# block 1

==> block_1/cell_density.png <==
The die is cut into 8 by 8 equal tiles; black is low, pale yellow is high, 0 to 100% covered.
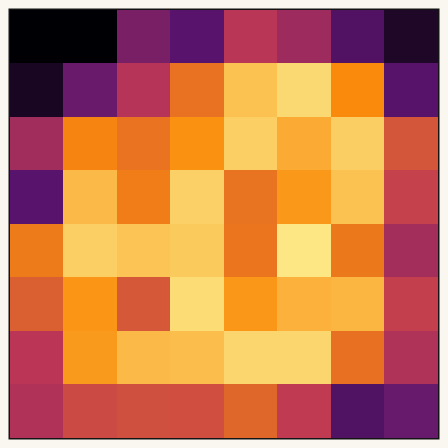

--- src/rtl/rr_packet_arbiter.sv ---
// Per-master-port packet arbiter: round-robin over matching slave streams, grant held per packet,
// 2-entry output buffer. Define WEIGHTED_RR_EN for per-slave packet weights.
module rr_packet_arbiter #(
  parameter int unsigned T_DATA_WIDTH = 8,
  parameter int unsigned S_DATA_COUNT = 4,
  parameter int unsigned M_DATA_COUNT = 3,
  parameter int unsigned T_ID___WIDTH = $clog2(S_DATA_COUNT),
  parameter int unsigned T_DEST_WIDTH = $clog2(M_DATA_COUNT),
  parameter int unsigned WEIGHT_WIDTH = 4
) (
  input  logic                                      clk,
  input  logic                                      rst_n,
  input  logic [T_DEST_WIDTH-1:0]                   number,
  input  logic [S_DATA_COUNT-1:0][T_DATA_WIDTH-1:0] s_data_i,
  input  logic [S_DATA_COUNT-1:0][T_DEST_WIDTH-1:0] s_dest_i,
  input  logic [S_DATA_COUNT-1:0]                   s_last_i,
  input  logic [S_DATA_COUNT-1:0]                   s_valid_i,
  input  logic [S_DATA_COUNT-1:0][WEIGHT_WIDTH-1:0] s_weight_i,
  output logic [S_DATA_COUNT-1:0]                   s_ready_o,
  input  logic                                      m_ready_i,
  output logic                                      m_valid_o,
  output logic                                      m_last_o,
  output logic [T_DATA_WIDTH-1:0]                   m_data_o,
  output logic [T_ID___WIDTH-1:0]                   m_id_o
);

  localparam logic [T_ID___WIDTH-1:0] LastId = T_ID___WIDTH'(S_DATA_COUNT - 1);

  typedef enum logic {StIdle, StLock} state_e;

  state_e                  state_q, state_d;
  logic [T_ID___WIDTH-1:0] ptr_q, ptr_d;
  logic [T_ID___WIDTH-1:0] cur_q, cur_d;

  logic [1:0][T_DATA_WIDTH-1:0] buf_data_q, buf_data_d;
  logic [1:0]                   buf_last_q, buf_last_d;
  logic [1:0][T_ID___WIDTH-1:0] buf_id_q, buf_id_d;
  logic                         wr_ptr_q, wr_ptr_d;
  logic                         rd_ptr_q, rd_ptr_d;
  logic [1:0]                   cnt_q, cnt_d;

  logic [S_DATA_COUNT-1:0] cand;
  logic                    grant_vld;
  logic [T_ID___WIDTH-1:0] grant_id;
  logic [T_ID___WIDTH-1:0] idx;
  logic                    push, pop, has_room;
  logic [T_ID___WIDTH-1:0] cur_prev;

  always_comb begin
    for (int i = 0; i < int'(S_DATA_COUNT); i++) begin
      cand[i] = s_valid_i[i] && (s_dest_i[i] == number);
    end
  end

  // Modulo search only ever produces ids below S_DATA_COUNT.
  always_comb begin
    grant_vld = 1'b0;
    grant_id  = '0;
    idx       = '0;
    for (int unsigned k = 1; k <= S_DATA_COUNT; k++) begin
      idx = T_ID___WIDTH'((32'(ptr_q) + k) % S_DATA_COUNT);
      if (!grant_vld && cand[idx]) begin
        grant_vld = 1'b1;
        grant_id  = idx;
      end
    end
  end

  assign has_room  = (cnt_q != 2'd2);
  assign push      = (state_q == StLock) && s_valid_i[cur_q] && has_room;
  assign pop       = (cnt_q != 2'd0) && m_ready_i;
  assign cur_prev  = (cur_q == '0) ? LastId : cur_q - 1'b1;

  always_comb begin
    s_ready_o = '0;
    if (state_q == StLock) begin
      s_ready_o[cur_q] = has_room;
    end
  end

`ifdef WEIGHTED_RR_EN
  logic [WEIGHT_WIDTH-1:0] credit_q, credit_d;

  always_comb begin
    state_d  = state_q;
    cur_d    = cur_q;
    ptr_d    = ptr_q;
    credit_d = credit_q;
    unique case (state_q)
      StIdle: begin
        if (grant_vld) begin
          cur_d   = grant_id;
          state_d = StLock;
          // Keep remaining credit when the same slave wins again on its own turn.
          if (credit_q == '0 || grant_id != cur_q) begin
            credit_d = (s_weight_i[grant_id] == '0) ? WEIGHT_WIDTH'(1) : s_weight_i[grant_id];
          end
        end
      end
      StLock: begin
        if (push && s_last_i[cur_q]) begin
          state_d  = StIdle;
          credit_d = credit_q - 1'b1;
          ptr_d    = (credit_q > WEIGHT_WIDTH'(1)) ? cur_prev : cur_q;
        end
      end
      default: state_d = StIdle;
    endcase
  end

  always_ff @(posedge clk or negedge rst_n) begin
    if (!rst_n) begin
      credit_q <= '0;
    end else begin
      credit_q <= credit_d;
    end
  end
`else
  logic unused_weight;
  assign unused_weight = ^{s_weight_i, cur_prev};

  always_comb begin
    state_d = state_q;
    cur_d   = cur_q;
    ptr_d   = ptr_q;
    unique case (state_q)
      StIdle: begin
        if (grant_vld) begin
          cur_d   = grant_id;
          state_d = StLock;
        end
      end
      StLock: begin
        if (push && s_last_i[cur_q]) begin
          state_d = StIdle;
          ptr_d   = cur_q;
        end
      end
      default: state_d = StIdle;
    endcase
  end
`endif

  always_comb begin
    buf_data_d = buf_data_q;
    buf_last_d = buf_last_q;
    buf_id_d   = buf_id_q;
    wr_ptr_d   = wr_ptr_q;
    rd_ptr_d   = rd_ptr_q;
    if (push) begin
      buf_data_d[wr_ptr_q] = s_data_i[cur_q];
      buf_last_d[wr_ptr_q] = s_last_i[cur_q];
      buf_id_d[wr_ptr_q]   = cur_q;
      wr_ptr_d             = ~wr_ptr_q;
    end
    if (pop) begin
      rd_ptr_d = ~rd_ptr_q;
    end
    cnt_d = cnt_q + {1'b0, push} - {1'b0, pop};
  end

  assign m_valid_o = (cnt_q != 2'd0);
  assign m_data_o  = buf_data_q[rd_ptr_q];
  assign m_last_o  = buf_last_q[rd_ptr_q];
  assign m_id_o    = buf_id_q[rd_ptr_q];

  always_ff @(posedge clk or negedge rst_n) begin
    if (!rst_n) begin
      state_q    <= StIdle;
      ptr_q      <= LastId;
      cur_q      <= '0;
      buf_data_q <= '0;
      buf_last_q <= '0;
      buf_id_q   <= '0;
      wr_ptr_q   <= 1'b0;
      rd_ptr_q   <= 1'b0;
      cnt_q      <= 2'd0;
    end else begin
      state_q    <= state_d;
      ptr_q      <= ptr_d;
      cur_q      <= cur_d;
      buf_data_q <= buf_data_d;
      buf_last_q <= buf_last_d;
      buf_id_q   <= buf_id_d;
      wr_ptr_q   <= wr_ptr_d;
      rd_ptr_q   <= rd_ptr_d;
      cnt_q      <= cnt_d;
    end
  end

endmodule
--- config.mk ---
export PLATFORM = sky130hd
export DESIGN_NAME = rr_packet_arbiter
export DESIGN_NICKNAME = d
export VERILOG_FILES = /design/src/rtl/rr_packet_arbiter.sv
export SDC_FILE = /design/constraint.sdc
export NUM_CORES = 1
export LEC_CHECK = 0
export ABC_AREA = 1
export CAP_MARGIN = 0
export CORE_MARGIN = 2
export CORE_UTILIZATION = 39
export DETAILED_ROUTE_END_ITERATION = 10
export HOLD_SLACK_MARGIN = 0.02
export PLACE_DENSITY = 0.77
export SYNTH_ARGS = -nofsm -noshare
export SYNTH_HDL_FRONTEND = slang
export SYNTH_SLANG_ARGS = --single-unit
--- constraint.sdc ---
create_clock -name clk -period 1.72 [get_ports clk]
set_input_delay 0.344 -clock clk [delete_from_list [all_inputs] [get_ports clk]]
set_output_delay 0.344 -clock clk [all_outputs]
set_load 0.1 [all_outputs]
# block 2

`src/rtl/prime_pkg.sv`:
```
// Shared state encoding and width helper for the prime sieve engine.
package prime_pkg;

  typedef enum logic [2:0] {
    IDLE   = 3'd0,
    CLEAR  = 3'd1,
    SCAN   = 3'd2,
    MARK   = 3'd3,
    READY  = 3'd4,
    STREAM = 3'd5
  } state_e;

  function automatic int num_w(input int n);
    return $clog2(n);
  endfunction

endpackage

```
`src/rtl/prime_bitmap.sv`:
```
// N_MAX-entry primality bitmap: one synchronous write port, two combinational read ports.
module prime_bitmap
  import prime_pkg::*;
#(
  parameter int N_MAX = 1024,
  parameter int NUM_W = num_w(N_MAX)
) (
  input  logic             clk,
  input  logic             rst_n,
  input  logic             we,
  input  logic [NUM_W-1:0] waddr,
  input  logic             wdata,
  input  logic [NUM_W-1:0] raddr_a,
  output logic             rdata_a,
  input  logic [NUM_W-1:0] raddr_b,
  output logic             rdata_b
);

  localparam logic [NUM_W:0] LIMIT = (NUM_W+1)'(N_MAX);

  logic [N_MAX-1:0] bits_q;
  logic [N_MAX-1:0] bits_d;

  // Next bitmap contents from the single write port
  always_comb begin
    bits_d = bits_q;
    if (we) begin
      bits_d[waddr] = wdata;
    end else begin
      bits_d = bits_q;
    end
  end

  // Bitmap storage
  always_ff @(posedge clk or negedge rst_n) begin
    if (!rst_n) begin
      bits_q <= '0;
    end else begin
      bits_q <= bits_d;
    end
  end

  // Read ports; addresses past the sieved range (non-power-of-two N_MAX) read as composite
  always_comb begin
    if ({1'b0, raddr_a} < LIMIT) begin
      rdata_a = bits_q[raddr_a];
    end else begin
      rdata_a = 1'b0;
    end
    if ({1'b0, raddr_b} < LIMIT) begin
      rdata_b = bits_q[raddr_b];
    end else begin
      rdata_b = 1'b0;
    end
  end

endmodule

```
`src/rtl/prime_sieve_engine.sv`:
```
// Sequential Sieve of Eratosthenes over 0..N_MAX-1 with point queries and
// a valid/ready prime stream for a requested [lo,hi] window.
module prime_sieve_engine
  import prime_pkg::*;
#(
  parameter int N_MAX = 1024,
  parameter int NUM_W = num_w(N_MAX)
) (
  input  logic             clk,
  input  logic             rst_n,
  input  logic             start,
  output logic             busy,
  output logic             sieve_done,
  input  logic             q_valid,
  output logic             q_ready,
  input  logic [NUM_W-1:0] q_num,
  output logic             r_valid,
  output logic             r_prime,
  output logic             r_oob,
  input  logic             s_valid,
  output logic             s_ready,
  input  logic [NUM_W-1:0] s_lo,
  input  logic [NUM_W-1:0] s_hi,
  output logic             o_valid,
  input  logic             o_ready,
  output logic [NUM_W-1:0] o_data,
  output logic             o_end,
  output logic [NUM_W:0]   o_count
);

  localparam logic [NUM_W:0]     LIMIT1 = (NUM_W+1)'(N_MAX);
  localparam logic [2*NUM_W-1:0] LIMIT2 = (2*NUM_W)'(N_MAX);
  localparam logic [NUM_W-1:0]   LAST   = NUM_W'(N_MAX - 1);
  localparam logic [NUM_W-1:0]   ONE_N  = NUM_W'(1);
  localparam logic [NUM_W-1:0]   TWO_N  = NUM_W'(2);
  localparam logic [NUM_W:0]     ZERO_W = (NUM_W+1)'(0);
  localparam logic [NUM_W:0]     ONE_W  = (NUM_W+1)'(1);
  localparam logic [NUM_W:0]     TWO_W  = (NUM_W+1)'(2);

  state_e             state_q, state_d;
  logic [NUM_W-1:0]   p_q, p_d, end_q, end_d, o_data_q, o_data_d;
  logic [NUM_W:0]     m_q, m_d, cur_q, cur_d, cnt_q, cnt_d, o_count_q, o_count_d;
  logic               busy_q, busy_d, done_q, done_d, rdy_q, rdy_d;
  logic               r_valid_q, r_valid_d, r_prime_q, r_prime_d, r_oob_q, r_oob_d;
  logic               o_valid_q, o_valid_d, o_end_q, o_end_d;

  logic               we_s, wdata_s, rd_a_s, rd_b_s, q_oob_s;
  logic [NUM_W-1:0]   waddr_s, raddr_a_s, s_end_s;
  logic [NUM_W:0]     m_next_s;
  logic [2*NUM_W-1:0] pp_s;

  prime_bitmap #(.N_MAX(N_MAX), .NUM_W(NUM_W)) u_bitmap (
    .clk    (clk),
    .rst_n  (rst_n),
    .we     (we_s),
    .waddr  (waddr_s),
    .wdata  (wdata_s),
    .raddr_a(raddr_a_s),
    .rdata_a(rd_a_s),
    .raddr_b(cur_q[NUM_W-1:0]),
    .rdata_b(rd_b_s)
  );

  assign pp_s     = {{NUM_W{1'b0}}, p_q} * {{NUM_W{1'b0}}, p_q};
  assign m_next_s = m_q + {1'b0, p_q};
  assign q_oob_s  = ({1'b0, q_num} >= LIMIT1);
  assign s_end_s  = ({1'b0, s_hi} >= LIMIT1) ? LAST : s_hi;

  // The handshake readies gate on same-cycle start/query so neither request is taken on those cycles
  assign q_ready = rdy_q & ~start;
  assign s_ready = rdy_q & ~start & ~q_valid;

  // Next-state, bitmap port control and output computation
  always_comb begin
    state_d   = state_q;
    p_d       = p_q;
    m_d       = m_q;
    cur_d     = cur_q;
    end_d     = end_q;
    cnt_d     = cnt_q;
    done_d    = 1'b0;
    r_valid_d = 1'b0;
    r_prime_d = r_prime_q;
    r_oob_d   = r_oob_q;
    o_valid_d = o_valid_q;
    o_data_d  = o_data_q;
    o_end_d   = 1'b0;
    o_count_d = o_count_q;
    we_s      = 1'b0;
    waddr_s   = cur_q[NUM_W-1:0];
    wdata_s   = 1'b0;
    raddr_a_s = p_q;
    case (state_q)
      IDLE: begin
        if (start) begin
          state_d = CLEAR;
          cur_d   = ZERO_W;
        end else begin
          state_d = IDLE;
        end
      end
      CLEAR: begin
        we_s    = 1'b1;
        wdata_s = (cur_q >= TWO_W);
        if (cur_q[NUM_W-1:0] == LAST) begin
          p_d     = TWO_N;
          state_d = SCAN;
        end else begin
          cur_d = cur_q + ONE_W;
        end
      end
      SCAN: begin
        if (pp_s >= LIMIT2) begin
          state_d = READY;
          done_d  = 1'b1;
        end else if (rd_a_s) begin
          m_d     = pp_s[NUM_W:0];
          state_d = MARK;
        end else begin
          p_d = p_q + ONE_N;
        end
      end
      MARK: begin
        we_s    = 1'b1;
        waddr_s = m_q[NUM_W-1:0];
        m_d     = m_next_s;
        if (m_next_s >= LIMIT1) begin
          p_d     = p_q + ONE_N;
          state_d = SCAN;
        end else begin
          state_d = MARK;
        end
      end
      READY: begin
        raddr_a_s = q_num;
        if (start) begin
          state_d = CLEAR;
          cur_d   = ZERO_W;
        end else if (q_valid) begin
          r_valid_d = 1'b1;
          r_prime_d = rd_a_s & ~q_oob_s;
          r_oob_d   = q_oob_s;
        end else if (s_valid) begin
          cur_d = {1'b0, s_lo};
          end_d = s_end_s;
          cnt_d = ZERO_W;
          if (s_lo > s_end_s) begin
            o_end_d   = 1'b1;
            o_count_d = ZERO_W;
          end else begin
            state_d = STREAM;
          end
        end else begin
          state_d = READY;
        end
      end
      STREAM: begin
        if (o_valid_q && !o_ready) begin
          o_valid_d = 1'b1;
        end else begin
          // A beat accepted on this edge still lets the cursor load the next prime
          cnt_d = cnt_q + (o_valid_q ? ONE_W : ZERO_W);
          if (cur_q > {1'b0, end_q}) begin
            o_valid_d = 1'b0;
            o_end_d   = 1'b1;
            o_count_d = cnt_d;
            state_d   = READY;
          end else begin
            if (rd_b_s) begin
              o_valid_d = 1'b1;
              o_data_d  = cur_q[NUM_W-1:0];
            end else begin
              o_valid_d = 1'b0;
            end
            cur_d = cur_q + ONE_W;
          end
        end
      end
      default: begin
        state_d = IDLE;
      end
    endcase
    busy_d = (state_d == CLEAR) || (state_d == SCAN) || (state_d == MARK);
    rdy_d  = (state_d == READY);
  end

  // State and registered outputs
  always_ff @(posedge clk or negedge rst_n) begin
    if (!rst_n) begin
      state_q   <= IDLE;
      p_q       <= '0;
      m_q       <= '0;
      cur_q     <= '0;
      end_q     <= '0;
      cnt_q     <= '0;
      busy_q    <= 1'b0;
      done_q    <= 1'b0;
      rdy_q     <= 1'b0;
      r_valid_q <= 1'b0;
      r_prime_q <= 1'b0;
      r_oob_q   <= 1'b0;
      o_valid_q <= 1'b0;
      o_data_q  <= '0;
      o_end_q   <= 1'b0;
      o_count_q <= '0;
    end else begin
      state_q   <= state_d;
      p_q       <= p_d;
      m_q       <= m_d;
      cur_q     <= cur_d;
      end_q     <= end_d;
      cnt_q     <= cnt_d;
      busy_q    <= busy_d;
      done_q    <= done_d;
      rdy_q     <= rdy_d;
      r_valid_q <= r_valid_d;
      r_prime_q <= r_prime_d;
      r_oob_q   <= r_oob_d;
      o_valid_q <= o_valid_d;
      o_data_q  <= o_data_d;
      o_end_q   <= o_end_d;
      o_count_q <= o_count_d;
    end
  end

  assign busy       = busy_q;
  assign sieve_done = done_q;
  assign r_valid    = r_valid_q;
  assign r_prime    = r_prime_q;
  assign r_oob      = r_oob_q;
  assign o_valid    = o_valid_q;
  assign o_data     = o_data_q;
  assign o_end      = o_end_q;
  assign o_count    = o_count_q;

endmodule
```
`config.mk`:
```
export PLATFORM = sky130hd
export DESIGN_NAME = prime_sieve_engine
export DESIGN_NICKNAME = d
export VERILOG_FILES = /design/src/rtl/prime_pkg.sv /design/src/rtl/prime_bitmap.sv /design/src/rtl/prime_sieve_engine.sv
export SDC_FILE = /design/constraint.sdc
export NUM_CORES = 2
export LEC_CHECK = 0
export ABC_AREA = 1
export ABC_CLOCK_PERIOD_IN_PS = 13100
export CORE_MARGIN = 2
export CORE_UTILIZATION = 51
export DETAILED_ROUTE_END_ITERATION = 12
export PLACE_DENSITY = 0.67
export SYNTH_ARGS = -nofsm -noshare
export SYNTH_HDL_FRONTEND = slang
export SYNTH_SLANG_ARGS = --single-unit
```
`constraint.sdc`:
```
create_clock -name clk -period 13.1 [get_ports clk]
set_clock_uncertainty 0.2 [all_clocks]
set_input_delay 3.275 -clock clk [delete_from_list [all_inputs] [get_ports clk]]
set_output_delay 3.275 -clock clk [all_outputs]
set_load 0.01 [all_outputs]
```
# block 3

$ cat config.mk
export PLATFORM = sky130hd
export DESIGN_NAME = mixer_sequencer
export DESIGN_NICKNAME = d
export VERILOG_FILES = /design/src/rtl/mixer_sequencer.sv
export SDC_FILE = /design/constraint.sdc
export NUM_CORES = 1
export LEC_CHECK = 0
export CELL_PAD_IN_SITES_DETAIL_PLACEMENT = 0
export CELL_PAD_IN_SITES_GLOBAL_PLACEMENT = 2
export CORE_ASPECT_RATIO = 1.75
export CORE_UTILIZATION = 36
export DETAILED_ROUTE_END_ITERATION = 6
export PLACE_DENSITY = 0.89
export REMOVE_ABC_BUFFERS = 1
export SYNTH_ARGS = -nofsm -noshare
export SYNTH_HDL_FRONTEND = slang
export SYNTH_SLANG_ARGS = --single-unit
$ cat constraint.sdc
create_clock -name i_clock -period 3.8 [get_ports i_clock]
set_input_delay 0.38 -clock i_clock [delete_from_list [all_inputs] [get_ports i_clock]]
set_output_delay 0.38 -clock i_clock [all_outputs]
set_load 0.005 [all_outputs]
$ cat src/rtl/mixer_sequencer.sv
`timescale 1ns/1ps
`default_nettype none
// ============================================================================
// Module   : mixer_sequencer
// Purpose  : Per-tick frame controller: fetches two oscillator samples, drives
//            the mixer load/execute strobes and presents the result to a DAC.
// Revision : 1.0
// ============================================================================
module mixer_sequencer #(
    parameter int TIMEOUT   = 16,
    parameter int MAX_LEVEL = 5
) (
    input  logic        i_clock,
    input  logic        i_reset,
    input  logic        i_tick,
    input  logic [7:0]  i_src1_data,
    input  logic        i_src1_valid,
    output logic        o_src1_req,
    input  logic [7:0]  i_src2_data,
    input  logic        i_src2_valid,
    output logic        o_src2_req,
    input  logic        i_cfg_write,
    input  logic [2:0]  i_cfg_level_1,
    input  logic [2:0]  i_cfg_level_2,
    output logic [7:0]  o_mix_sample_1,
    output logic        o_mix_sample_1_load,
    output logic [7:0]  o_mix_sample_2,
    output logic        o_mix_sample_2_load,
    output logic [2:0]  o_mix_level_1,
    output logic [2:0]  o_mix_level_2,
    output logic        o_mix_execute,
    input  logic [11:0] i_mix_output,
    output logic [11:0] o_dac_data,
    output logic        o_dac_valid,
    input  logic        i_dac_ready,
    output logic        o_busy,
    output logic        o_overrun,
    output logic [7:0]  o_underrun_count
);

    localparam int                 c_CNT_W     = (TIMEOUT > 2) ? $clog2(TIMEOUT) : 1;
    localparam logic [c_CNT_W-1:0] c_TO_LAST   = c_CNT_W'(TIMEOUT - 1);
    localparam logic [c_CNT_W-1:0] c_CNT_ONE   = c_CNT_W'(1);
    localparam logic [2:0]         c_LEVEL_MAX = 3'(MAX_LEVEL);

    localparam logic [2:0] c_IDLE    = 3'd0;
    localparam logic [2:0] c_REQ     = 3'd1;
    localparam logic [2:0] c_LOAD    = 3'd2;
    localparam logic [2:0] c_EXEC    = 3'd3;
    localparam logic [2:0] c_CAPTURE = 3'd4;
    localparam logic [2:0] c_PRESENT = 3'd5;

    logic [2:0]         r_state;
    logic [c_CNT_W-1:0] r_cnt;
    logic               r_got1;
    logic               r_got2;
    logic [7:0]         r_cap1;
    logic [7:0]         r_cap2;
    logic [2:0]         r_shadow1;
    logic [2:0]         r_shadow2;
    logic [2:0]         r_snap1;
    logic [2:0]         r_snap2;

    logic               r_src1_req;
    logic               r_src2_req;
    logic [7:0]         r_mix_sample_1;
    logic [7:0]         r_mix_sample_2;
    logic               r_load1;
    logic               r_load2;
    logic [2:0]         r_level1;
    logic [2:0]         r_level2;
    logic               r_execute;
    logic [11:0]        r_dac_data;
    logic               r_dac_valid;
    logic               r_busy;
    logic               r_overrun;
    logic [7:0]         r_ucnt;

    logic               w_acc1;
    logic               w_acc2;
    logic               w_have1;
    logic               w_have2;
    logic               w_timeout;
    logic               w_req_done;
    logic [2:0]         w_lvl1;
    logic [2:0]         w_lvl2;

    // Acceptance in the current cycle counts towards completion, so a sample
    // arriving on the final timeout cycle is still used.
    assign w_acc1     = r_src1_req & i_src1_valid;
    assign w_acc2     = r_src2_req & i_src2_valid;
    assign w_have1    = r_got1 | w_acc1;
    assign w_have2    = r_got2 | w_acc2;
    assign w_timeout  = (r_cnt == c_TO_LAST);
    assign w_req_done = (w_have1 & w_have2) | w_timeout;

    assign w_lvl1 = (i_cfg_level_1 > c_LEVEL_MAX) ? c_LEVEL_MAX : i_cfg_level_1;
    assign w_lvl2 = (i_cfg_level_2 > c_LEVEL_MAX) ? c_LEVEL_MAX : i_cfg_level_2;

    always_ff @(posedge i_clock or posedge i_reset) begin
        if (i_reset) begin
            r_state        <= c_IDLE;
            r_cnt          <= '0;
            r_got1         <= 1'b0;
            r_got2         <= 1'b0;
            r_cap1         <= '0;
            r_cap2         <= '0;
            r_shadow1      <= '0;
            r_shadow2      <= '0;
            r_snap1        <= '0;
            r_snap2        <= '0;
            r_src1_req     <= 1'b0;
            r_src2_req     <= 1'b0;
            r_mix_sample_1 <= '0;
            r_mix_sample_2 <= '0;
            r_load1        <= 1'b0;
            r_load2        <= 1'b0;
            r_level1       <= '0;
            r_level2       <= '0;
            r_execute      <= 1'b0;
            r_dac_data     <= '0;
            r_dac_valid    <= 1'b0;
            r_busy         <= 1'b0;
            r_overrun      <= 1'b0;
            r_ucnt         <= '0;
        end else begin
            r_overrun <= i_tick & (r_state != c_IDLE);

            if (i_cfg_write) begin
                r_shadow1 <= w_lvl1;
                r_shadow2 <= w_lvl2;
            end

            case (r_state)
                c_IDLE: begin
                    if (i_tick) begin
                        r_state    <= c_REQ;
                        r_busy     <= 1'b1;
                        r_cnt      <= '0;
                        r_got1     <= 1'b0;
                        r_got2     <= 1'b0;
                        r_src1_req <= 1'b1;
                        r_src2_req <= 1'b1;
                        // Levels are frozen at frame start so mid-frame writes
                        // only reach the mixer on the following frame.
                        r_snap1    <= r_shadow1;
                        r_snap2    <= r_shadow2;
                    end
                end

                c_REQ: begin
                    if (w_acc1) begin
                        r_cap1 <= i_src1_data;
                        r_got1 <= 1'b1;
                    end
                    if (w_acc2) begin
                        r_cap2 <= i_src2_data;
                        r_got2 <= 1'b1;
                    end
                    r_src1_req <= ~w_have1;
                    r_src2_req <= ~w_have2;
                    r_cnt      <= r_cnt + c_CNT_ONE;

                    if (w_req_done) begin
                        r_state        <= c_LOAD;
                        r_src1_req     <= 1'b0;
                        r_src2_req     <= 1'b0;
                        r_mix_sample_1 <= w_acc1 ? i_src1_data : r_cap1;
                        r_mix_sample_2 <= w_acc2 ? i_src2_data : r_cap2;
                        r_load1        <= 1'b1;
                        r_load2        <= 1'b1;
                        r_level1       <= r_snap1;
                        r_level2       <= r_snap2;
                        if (!(w_have1 & w_have2) && (r_ucnt != 8'hFF)) begin
                            r_ucnt <= r_ucnt + 8'd1;
                        end
                    end
                end

                c_LOAD: begin
                    r_state   <= c_EXEC;
                    r_load1   <= 1'b0;
                    r_load2   <= 1'b0;
                    r_execute <= 1'b1;
                end

                c_EXEC: begin
                    r_state   <= c_CAPTURE;
                    r_execute <= 1'b0;
                end

                c_CAPTURE: begin
                    r_state     <= c_PRESENT;
                    r_dac_data  <= i_mix_output;
                    r_dac_valid <= 1'b1;
                end

                c_PRESENT: begin
                    if (i_dac_ready) begin
                        r_state     <= c_IDLE;
                        r_dac_valid <= 1'b0;
                        r_busy      <= 1'b0;
                    end
                end

                default: begin
                    r_state     <= c_IDLE;
                    r_busy      <= 1'b0;
                    r_src1_req  <= 1'b0;
                    r_src2_req  <= 1'b0;
                    r_load1     <= 1'b0;
                    r_load2     <= 1'b0;
                    r_execute   <= 1'b0;
                    r_dac_valid <= 1'b0;
                end
            endcase
        end
    end

    assign o_src1_req          = r_src1_req;
    assign o_src2_req          = r_src2_req;
    assign o_mix_sample_1      = r_mix_sample_1;
    assign o_mix_sample_1_load = r_load1;
    assign o_mix_sample_2      = r_mix_sample_2;
    assign o_mix_sample_2_load = r_load2;
    assign o_mix_level_1       = r_level1;
    assign o_mix_level_2       = r_level2;
    assign o_mix_execute       = r_execute;
    assign o_dac_data          = r_dac_data;
    assign o_dac_valid         = r_dac_valid;
    assign o_busy              = r_busy;
    assign o_overrun           = r_overrun;
    assign o_underrun_count    = r_ucnt;

endmodule
`default_nettype wire

# block 4

File: config.mk
export PLATFORM = sky130hd
export DESIGN_NAME = gmii_rx_framer_flat
export DESIGN_NICKNAME = d
export VERILOG_FILES = /design/src/rtl/gmii_rx_framer_if.sv /design/src/rtl/gmii_rx_framer.sv /design/src/flat_wrapper.sv
export SDC_FILE = /design/constraint.sdc
export NUM_CORES = 1
export LEC_CHECK = 0
export CAP_MARGIN = 20
export CORE_AREA = 2 2 96 98
export DETAILED_ROUTE_END_ITERATION = 6
export DIE_AREA = 0 0 98 100
export GPL_TIMING_DRIVEN = 1
export PLACE_DENSITY_LB_ADDON = 0.25
export REMOVE_ABC_BUFFERS = 1
export SYNTH_ARGS = -nofsm -noshare
export SYNTH_HDL_FRONTEND = slang
export SYNTH_SLANG_ARGS = --single-unit
File: constraint.sdc
create_clock -name gmii_clk -period 4.1 [get_ports gmii_clk]
set_clock_uncertainty 0.15 [all_clocks]
set_input_delay 0.82 -clock gmii_clk [delete_from_list [all_inputs] [get_ports gmii_clk]]
set_output_delay 0.82 -clock gmii_clk [all_outputs]
set_load 0.1 [all_outputs]
File: src/rtl/gmii_rx_framer_if.sv
// gmii_rx_framer_if: GMII receive byte input plus the framed byte-stream and counter outputs.
// master drives GMII bytes and observes results; slave is the framer.
interface gmii_rx_framer_if;
    logic        gmii_en;
    logic [7:0]  gmii_txd;
    logic        out_valid;
    logic [7:0]  out_data;
    logic        out_sof;
    logic        out_eof;
    logic        out_fcs_ok;
    logic [15:0] frame_cnt;
    logic [15:0] bad_cnt;
    modport master (
        output gmii_en, gmii_txd,
        input  out_valid, out_data, out_sof, out_eof, out_fcs_ok, frame_cnt, bad_cnt
    );
    modport slave (
        input  gmii_en, gmii_txd,
        output out_valid, out_data, out_sof, out_eof, out_fcs_ok, frame_cnt, bad_cnt
    );
endinterface

File: src/rtl/gmii_rx_framer.sv
// gmii_rx_framer: strips preamble/SFD, checks CRC-32 and releases bytes through a D-deep hold buffer.
// GMII_RX_FCS_STRIP_EN defined: D=5, FCS withheld; undefined: D=1, FCS passed through.
module gmii_rx_framer (
    input  logic            gmii_clk,
    input  logic            sys_rst,
    gmii_rx_framer_if.slave bus
);
`ifdef GMII_RX_FCS_STRIP_EN
    localparam int D = 5;
`else
    localparam int D = 1;
`endif
    localparam logic [2:0]  DF      = 3'(D);
    localparam logic [31:0] RESIDUE = 32'hDEBB20E3;

    typedef enum logic [1:0] {IDLE, PRE, DATA, DROP} state_t;

    state_t      r_state;
    logic [2:0]  r_pre_cnt;
    logic [2:0]  r_fill;
    logic [31:0] r_crc;
    logic [7:0]  r_buf [D];
    logic        r_en_prev;
    logic        r_valid;
    logic [7:0]  r_data;
    logic        r_sof;
    logic        r_eof;
    logic        r_ok;
    logic [15:0] r_frame_cnt;
    logic [15:0] r_bad_cnt;

    function automatic logic [31:0] crc_byte(input logic [31:0] c, input logic [7:0] b);
        logic [31:0] x;
        x = c ^ {24'h0, b};
        for (int i = 0; i < 8; i++) x = x[0] ? (x >> 1) ^ 32'hEDB88320 : x >> 1;
        return x;
    endfunction

    function automatic logic [15:0] sat_inc(input logic [15:0] v);
        return &v ? v : v + 16'd1;
    endfunction

    // r_en_prev resets high so a burst already in flight at reset release is ignored
    always_ff @(posedge gmii_clk or posedge sys_rst) begin
        if (sys_rst) begin
            r_state     <= IDLE;
            r_pre_cnt   <= '0;
            r_fill      <= '0;
            r_crc       <= '1;
            r_en_prev   <= 1'b1;
            r_valid     <= 1'b0;
            r_data      <= '0;
            r_sof       <= 1'b0;
            r_eof       <= 1'b0;
            r_ok        <= 1'b0;
            r_frame_cnt <= '0;
            r_bad_cnt   <= '0;
            for (int i = 0; i < D; i++) r_buf[i] <= '0;
        end else begin
            r_en_prev <= bus.gmii_en;
            r_valid   <= 1'b0;
            r_data    <= '0;
            r_sof     <= 1'b0;
            r_eof     <= 1'b0;
            r_ok      <= 1'b0;
            case (r_state)
                IDLE: if (bus.gmii_en) begin
                    if (r_en_prev) r_state <= DROP;
                    else if (bus.gmii_txd == 8'h55) begin
                        r_state   <= PRE;
                        r_pre_cnt <= 3'd1;
                    end else begin
                        r_state   <= DROP;
                        r_bad_cnt <= sat_inc(r_bad_cnt);
                    end
                end
                PRE: if (!bus.gmii_en) begin
                    r_state   <= IDLE;
                    r_bad_cnt <= sat_inc(r_bad_cnt);
                end else if (bus.gmii_txd == 8'h55 && r_pre_cnt != 3'd7) begin
                    r_pre_cnt <= r_pre_cnt + 3'd1;
                end else if (bus.gmii_txd == 8'hD5) begin
                    r_state <= DATA;
                    r_crc   <= '1;
                    r_fill  <= '0;
                end else begin
                    r_state   <= DROP;
                    r_bad_cnt <= sat_inc(r_bad_cnt);
                end
                // r_fill saturates at D+1: "buffer full and at least one byte already released"
                DATA: if (bus.gmii_en) begin
                    r_crc    <= crc_byte(r_crc, bus.gmii_txd);
                    r_buf[0] <= bus.gmii_txd;
                    for (int i = 1; i < D; i++) r_buf[i] <= r_buf[i-1];
                    if (r_fill >= DF) begin
                        r_valid <= 1'b1;
                        r_data  <= r_buf[D-1];
                        r_sof   <= (r_fill == DF);
                    end
                    if (r_fill <= DF) r_fill <= r_fill + 3'd1;
                end else begin
                    r_state <= IDLE;
                    r_fill  <= '0;
                    if (r_fill > DF) begin
                        r_valid <= 1'b1;
                        r_data  <= r_buf[D-1];
                        r_eof   <= 1'b1;
                        r_ok    <= (r_crc == RESIDUE);
                        if (r_crc == RESIDUE) r_frame_cnt <= sat_inc(r_frame_cnt);
                        else r_bad_cnt <= sat_inc(r_bad_cnt);
                    end else begin
                        r_bad_cnt <= sat_inc(r_bad_cnt);
                    end
                end
                DROP: if (!bus.gmii_en) r_state <= IDLE;
            endcase
        end
    end

    assign bus.out_valid  = r_valid;
    assign bus.out_data   = r_data;
    assign bus.out_sof    = r_sof;
    assign bus.out_eof    = r_eof;
    assign bus.out_fcs_ok = r_ok;
    assign bus.frame_cnt  = r_frame_cnt;
    assign bus.bad_cnt    = r_bad_cnt;
endmodule
File: src/flat_wrapper.sv
// flat-port wrapper written by rule: the top's interface ports become plain ports
module gmii_rx_framer_flat 
  (gmii_clk, sys_rst, bus_gmii_en, bus_gmii_txd, bus_out_valid, bus_out_data, bus_out_sof, bus_out_eof, bus_out_fcs_ok, bus_frame_cnt, bus_bad_cnt);
  gmii_rx_framer_if bus_i ();
  input  logic gmii_clk;
  input  logic sys_rst;
  input wire logic [$bits(bus_i.gmii_en)-1:0] bus_gmii_en;
  input wire logic [$bits(bus_i.gmii_txd)-1:0] bus_gmii_txd;
  output wire logic [$bits(bus_i.out_valid)-1:0] bus_out_valid;
  output wire logic [$bits(bus_i.out_data)-1:0] bus_out_data;
  output wire logic [$bits(bus_i.out_sof)-1:0] bus_out_sof;
  output wire logic [$bits(bus_i.out_eof)-1:0] bus_out_eof;
  output wire logic [$bits(bus_i.out_fcs_ok)-1:0] bus_out_fcs_ok;
  output wire logic [$bits(bus_i.frame_cnt)-1:0] bus_frame_cnt;
  output wire logic [$bits(bus_i.bad_cnt)-1:0] bus_bad_cnt;
  assign bus_i.gmii_en = bus_gmii_en;
  assign bus_i.gmii_txd = bus_gmii_txd;
  assign bus_out_valid = bus_i.out_valid;
  assign bus_out_data = bus_i.out_data;
  assign bus_out_sof = bus_i.out_sof;
  assign bus_out_eof = bus_i.out_eof;
  assign bus_out_fcs_ok = bus_i.out_fcs_ok;
  assign bus_frame_cnt = bus_i.frame_cnt;
  assign bus_bad_cnt = bus_i.bad_cnt;
  gmii_rx_framer u_core (.gmii_clk(gmii_clk), .sys_rst(sys_rst), .bus(bus_i));
endmodule
==> block_2/io_fan.png <==
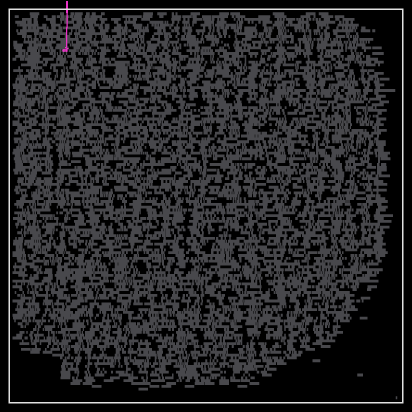
legend:
  magenta:
    port: q_valid
    bits: 1
    direction: input
    end_cells: 2
    buffers: 1
    wire: 45.9 um
# IOs: 66
PortBufs: 64

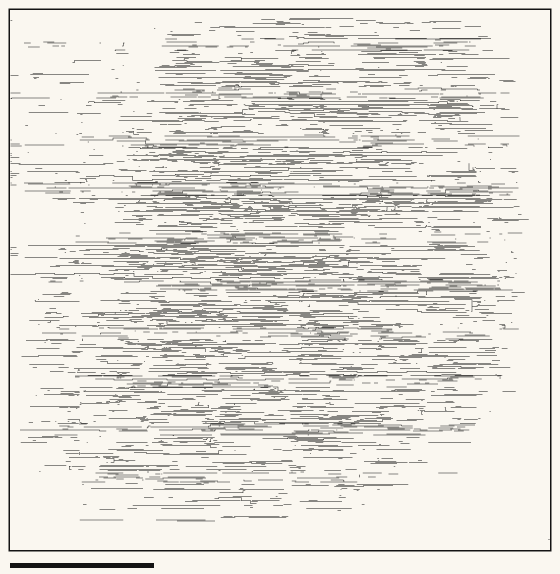
(block_2/layer_met3.png)
Scale bar: 100 um.
longest straight run: 219 um
nets with wire on the layer: 701
wire length on this layer: 35.9 mm
share of all routed wire: 13%
main direction: horizontal
WL final: 271.1 mm
via count: 71,340
grt met3 use: 9.461%

==> impl_metrics.yaml, block 2 <==
# flow metrics
clock_network:
  clock_sinks: 1108
  cts-root-buf: "clkbuf_16"
  clock_latency_ps: 810
synth:
  avgSynthCellArea_sq_um: 7.275
  synthAoiAreaFrac_pct: 26.46
  ys_chip_area_sq_mm: 0.07013
  fp_nets: 9808
  synthCells: 9640
  ys_sh_mux_pct: 0.6476
  synth-warning-count: 0
  synth_xor_xnor_area_share_pct: 0.3871
  top_area_cell: "dfrtp_1"
  ys_ff: 1108
  synthSimpleGateAreaFrac_pct: 18.81
  syn-cell-area_sq_mm: 0.07013
timing:
  grt_setup_unrepaired: "no"
  fin_crit_ps: 8174
  fin_tns_setup_ps: 0
  finalMaxSlewViolations: 0
  whs_ps: 292.1
  fin_ws_ps: 4926
critical_path:
  max_stage_delay_ps: 560
flow_run:
  drv_cap: 0
place:
  place.gp.congestion: 0.8882
detailed_routing:
  ant_nets: 0
  via_per_inst: 6.521
  firstDrtPassIters: 7
floorplan:
  die_y_um: 374.8
  chipArea_sq_mm: 0.1405
global_routing:
  grt_pass1_vias: 65290
run_status:
  status: "finished, final reports clean"
block 2: worst paths after layout:
check	startpoint	end	slack [ps]	depth (start not counted)
max	start	s_ready	4930	5
min	o_data[9]	o_data[9]	290	2
max reg2reg	p_q[9]	p_q[2]	5700	26
min reg2reg	o_data[9]	o_data[9]	290	2
max in group asynchronous	rst_n	cur_q[0]	8030	3
min in group asynchronous	rst_n	u_bitmap.bits_q[160]	2300	1
block 2: routing by layer:
metal  global-route usage, %  part of all wire (%)  vias up
met5                       0                0.0048        -
met4                   19.77                   5.9        2
met3                   9.461                    13      902
met2                   55.64                    42     4897
met1                   51.35                    39    33570
li1                        -                     -    31970
block 2: state kept, by name (all words and copies together) (netlist names), 3 cells and up:
signal,count
o_count,11
cnt_q,11
u_bitmap.bits_q,1024
m_q,11
p_q,10
o_data,10
cur_q,11
state_q,3
end_q,10
block 2: cell type report:
cell class | instances | area (sq um) | share of cell area, %
multi-input combinational | 6627 | 34950 | 46.63
timing repair buffer | 229 | 2047 | 2.731
inverter | 944 | 3576 | 4.771
clock buffer | 199 | 3971 | 5.299
antenna | 4 | 10.01 | 0.01336
tap | 1794 | 2245 | 2.995
sequential | 1108 | 27740 | 37.02
clock inverter | 36 | 406.6 | 0.5426
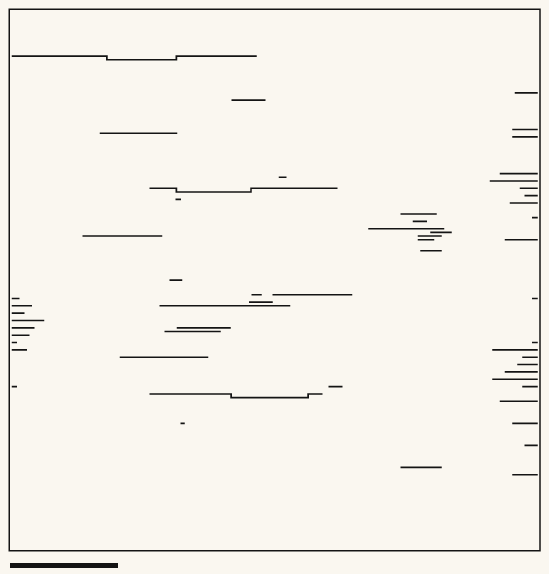
(block_4/layer_met3.png)
Scale bar: 20 um.
longest straight run: 23.9 um
wire length on this layer: 399 um
WL final: 9.644 mm
grt met3 use: 4.526%

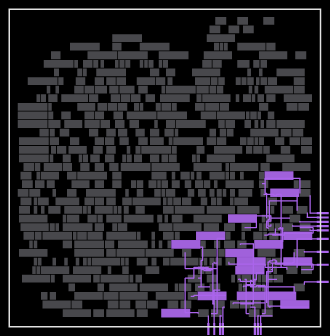
(block_4/io_fan.png)
legend:
  purple:
    port: bus_frame_cnt
    bits: 16
    direction: output
    end_cells: 16
    buffers: 16
    wire: 560 um
# IOs: 55
PortBufs: 54

==> impl_metrics.yaml, block 4 <==
# flow metrics
run_status:
  status: "finished, final reports clean"
final_layout:
  comb_cells: 331
  comb_share_pct: 40.76
  lay_top_count: "xnor2_1"
  clkCellAreaFrac_pct: 3.369
  inverters_excl_clock: 9
  sh_seq_area_pct: 42.24
floorplan:
  core_sq_mm: 0.008890
  die_y_um: 100
synth:
  synth_xor_xnor_area_share_pct: 19.98
  synthAoiAreaFrac_pct: 6.054
  async_reset_ff_share_pct: 100.0
  edf_count: 0
  ys_chip_area_sq_mm: 0.004753
  synthSimpleGateAreaFrac_pct: 19.56
  synthTopCellsByArea: "dfrtp_1 32%, dfstp_2 18%, xnor2_1 11%, xor2_1 5.2%, nand2_1 3.6%"
clock_network:
  clock_latency_ps: 370
  clk_pin_slew_ps: 100
  tritoncts: "yes"
  htreeDepth: 3
min_path:
  hold_end: "u_core.r_buf[0]"
  min_path_cells: 2
timing:
  grt_setup_unrepaired: "no"
  relSlewSlack_pct: 34.78
  finalSetupViolCount: 0
  worst_pin_slew_ps: 974.6
detailed_routing:
  maxUsedRoutingLayer: "met4"
  wl_met2_mm: 4.812
  ant_nets: 0
  via_per_inst: 5.407
  drtIter0Drc: 154
critical_path:
  max_stage_delay_ps: 750
  required_ps: 4210
  end_kind: "flop"
  path_max_fanout: 15
  critPathLaunch: "bus_gmii_txd[5]"
  worstSetupStartpointType: "primary input"
global_routing:
  track_usage_pct: 21.06
## block 4: per-stage QoR
stage               utilization, %  instance area, sq um  cells  setup WS, ps
floorplan                        -                  4688    433         764.3
global placement             60.87                  5411    602         635.8
finish                       63.08                  5608    619         941.5
detailed placement           60.87                  5411    602         464.1
global route                 63.08                  5608    619         832.2
CTS                          63.00                  5600    618         846.7
## block 4: synth_stat cells, types with 3 or more instances
cell type,instances
inv_1,9
and3_1,8
or3_1,3
nor3_2,3
xnor2_1,61
xor2_1,28
dfstp_2,33
dfrtp_1,60
nand2b_1,3
nand4_1,15
clkbuf_1,13
ha_1,6
a21oi_1,28
nor2_1,46
nand2_1,46
nand3_1,12
xnor2_2,8
nand4b_1,5
nor3_1,4
and2_1,11
o22a_1,7
o21ai_0,6
nand3b_1,3
## block 4: worst max path at each step
stage | cells past startpoint | end
finish | 7 | u_core.bus.bad_cnt[1]
global route | 7 | u_core.bus.bad_cnt[1]
CTS | 7 | u_core.bus.bad_cnt[1]
detailed placement | 7 | u_core.bus.bad_cnt[1]
global placement | 7 | u_core.bus.bad_cnt[1]
floorplan | 1 | u_core.bus.bad_cnt[0]
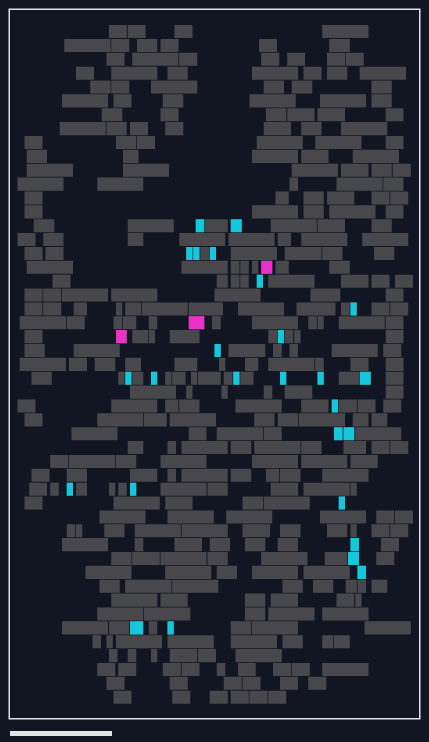
(block_3/logic_types.png)
Scale bar: 20 um.
legend:
  magenta:
    family: AND and OR gates
    cells: 3
  cyan:
    family: NAND gates
    cells: 26
    most_used: nand2_1

==> impl_metrics.yaml, block 3 <==
# flow metrics
run_status:
  status: "finished, final reports clean"
detailed_routing:
  drtIter0Drc: 57
  post_drt_wl_per_cell_um: 15.42
  firstDrtPassIters: 4
  finalWirelength_mm: 7.803
critical_path:
  required_ps: 4020
  end_kind: "flop"
  max_stage_delay_ps: 490
floorplan:
  core_sq_mm: 0.01036
  die_w_um: 80.21
synth:
  synth-warning-count: 0
  yosysTopAreaCellShare_pct: 55.84
  edf_count: 0
  ys_chip_area_sq_mm: 0.003854
timing:
  fin_tns_setup_ps: 0
  fmax_ghz: 0.4326
  fin_ws_ps: 1488
final_layout:
  num_antenna_cells: 0
  inverters_excl_clock: 7
min_path:
  hp-class: "flop to flop"
clock_network:
  clk_pin_slew_ps: 60
  htreeDepth: 3
block 3: path summary, 6_finish.rpt:
kind,start,end,depth (start not counted)
worst max-delay path,i_src1_valid,o_mix_sample_1[6],6
worst min-delay path,r_cnt[3],r_cnt[3],1
worst max register to register,r_cnt[0],o_mix_sample_1[6],5
worst min register to register,r_cnt[3],r_cnt[3],1
max in group asynchronous,i_reset,o_dac_data[5],3
min in group asynchronous,i_reset,o_mix_sample_1[5],2
block 3: layer usage:
metal	vias to the layer above	track usage (%)	wire length, um	share of wire [%]
met3	7	3.816	296	3.8
met4	0	6.485	141	1.8
met5	-	0	0	0
met1	1232	17.31	3180	41
met2	59	25.91	4185	54
li1	1187	-	-	-
block 3: cell usage in the layout, fill, tap and decap left out, types with 5 or more instances in the layout:
cell,instances
clkdlybuf4s50_1,90
dfrtp_1,86
mux2_2,40
mux2_4,19
mux2_1,18
nand2_1,17
nor2_1,12
o21ai_0,12
a21oi_1,10
clkbuf_16,9
inv_1,6
ha_1,5
block 3: through the flow:
stage	hold WS (ps)	area, sq um	std cells
final	478.1	5147	506
after CTS	479.3	5147	506
after global placement	458.1	4873	490
after floorplan	442.4	3782	270
after global routing	497.6	5147	506
after detailed placement	469.2	4873	490
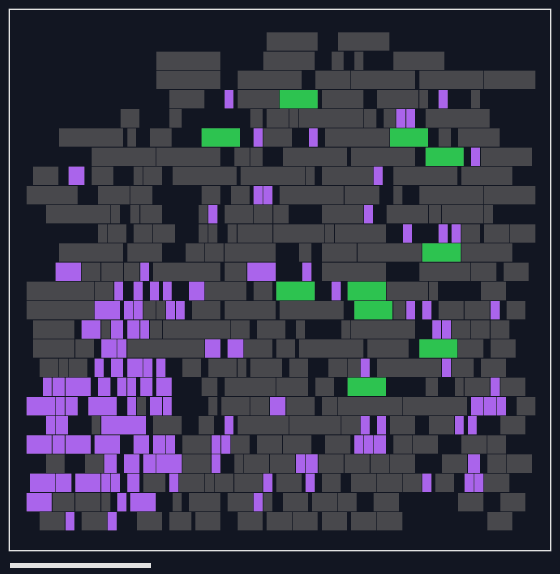
(block_1/logic_types.png)
Scale bar: 20 um.
legend:
  green:
    family: multiplexers
    cells: 10
    most_used: mux2_4
  purple:
    family: NAND gates
    cells: 117
    most_used: nand2_1
non-filler cells, final: 440
most instantiated logic cell after routing: nand2_1

Notes on block_1/cell_density.png above:
nearly empty tiles: 3.1%
tiles over 75% full: 38%
emptiest ninth of the die: top left
fullest tile: 95%
final core utilization: 71.90%
Pre-Place Util: 40.20%
Core ar.: 0.005107 sq mm

==> impl_metrics.yaml, block 1 <==
# flow metrics
detailed_routing:
  maxUsedRoutingLayer: "met4"
synth:
  synth.distinct_cells: 36
  synthFlopType: "dfrtp_1"
clock_network:
  clockBufferDepth: 2
timing:
  grt_setup_unrepaired: "yes"
  fin_ws_ps: 3.156
  finalMaxSlewViolations: 0
  fin_tns_setup_ps: 0
global_routing:
  grt_pass1_wl_mm: 9.860
  met2_usage_pct: 37.70
final_layout:
  comb_share_pct: 38.84
critical_path:
  max_stage_delay_ps: 460
  critPathLaunch: "s_dest_i[2]"
  crit_chain: "clkdlybuf4s50_1 > inv_1 > nand2_1 > nand2_1 > nor2_4 > nand3_2 > nand3_1 > nand2_1 > nand3_4 > nor2_2 > nor2_1 > nand3_1 > nand2_1"
floorplan:
  rows: 26
  nWellTaps: 70
run_status:
  status: "finished, final reports clean"
==> block 1: logic make-up after synthesis <==
logic type                 after synthesis  synth area share, %
adders and majority gates                2                1.219
and+or+nand+nor                        138                29.74
xor gates and xnor gates                 7                2.986
AOI/OAI and AO/OA                       43                12.80
buffers and inverters                   39                8.591
DFF                                     31                37.90
muxes                                   10                6.764
==> block 1: cell usage in the layout, fill, tap and decap left out, types with 4 or more instances in the layout <==
cell and instances:
xnor2_1 5, inv_2 4, clkdlybuf4s50_1 50, mux2_4 10
buf_12 18, inv_1 22, o21ai_0 7, buf_4 26
dfrtp_1 27, o21ai_1 5, nand3_1 19, nor2_4 7
nand2_1 71, nor2_1 7, nand2_2 9, buf_6 5
a22oi_1 13, nand3_2 11, o21ai_4 9, nor2_2 4
clkbuf_8 6
==> block 1: repair_timing <==
| action | 4_1_cts | 5_1_grt |
|---|---|---|
| endpoints found under the hold margin | 0 | 0 |
| cloned | 0 | 0 |
| resized | 13 | 47 |
| setup endpoints to repair | 8 | 18 |
| buffers inserted | 6 | 6 |
| pin swaps | 3 | 15 |

## Gallery

Placed standard cells.
(a)
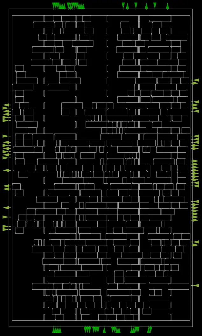
(b)
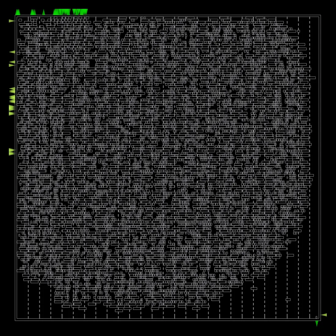
(c)
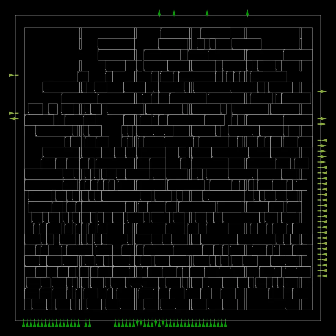
(d)
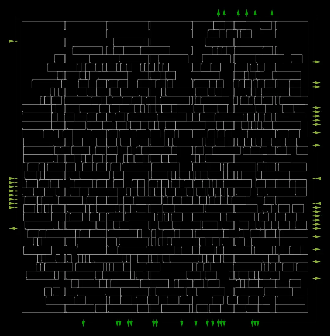
block 4: (d)
block 2: (b)
block 3: (a)
block 1: (c)



==> gallery <==
Local utilization.
shot_01.png
The die is cut into 10 by 10 equal tiles; black is low, pale yellow is high, 0 to 100% covered.
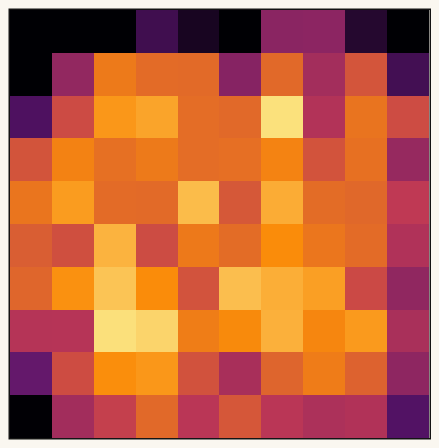
shot_02.png
The die is cut into 37 by 37 equal tiles; black is low, pale yellow is high, 0 to 100% covered.
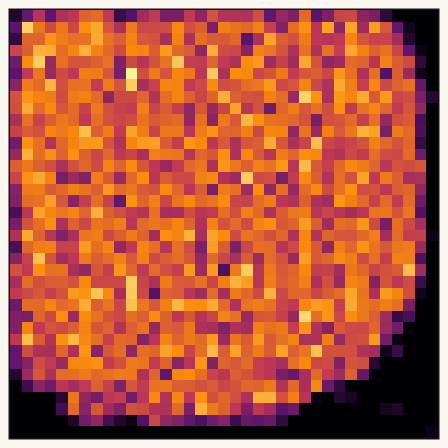
shot_03.png
The die is cut into 8 by 14 equal tiles; black is low, pale yellow is high, 0 to 100% covered.
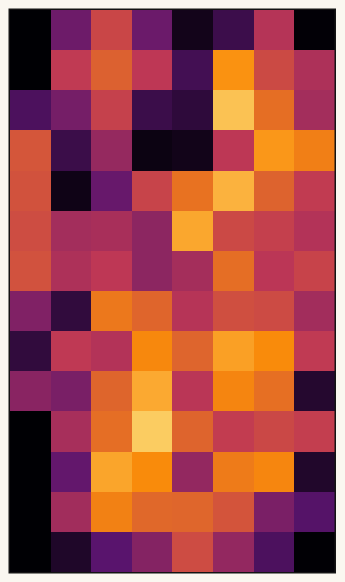
Of these, highest utilization: shot_01.png
shot_01.png comes from block 4.
shot_03.png comes from block 3.
shot_02.png comes from block 2.

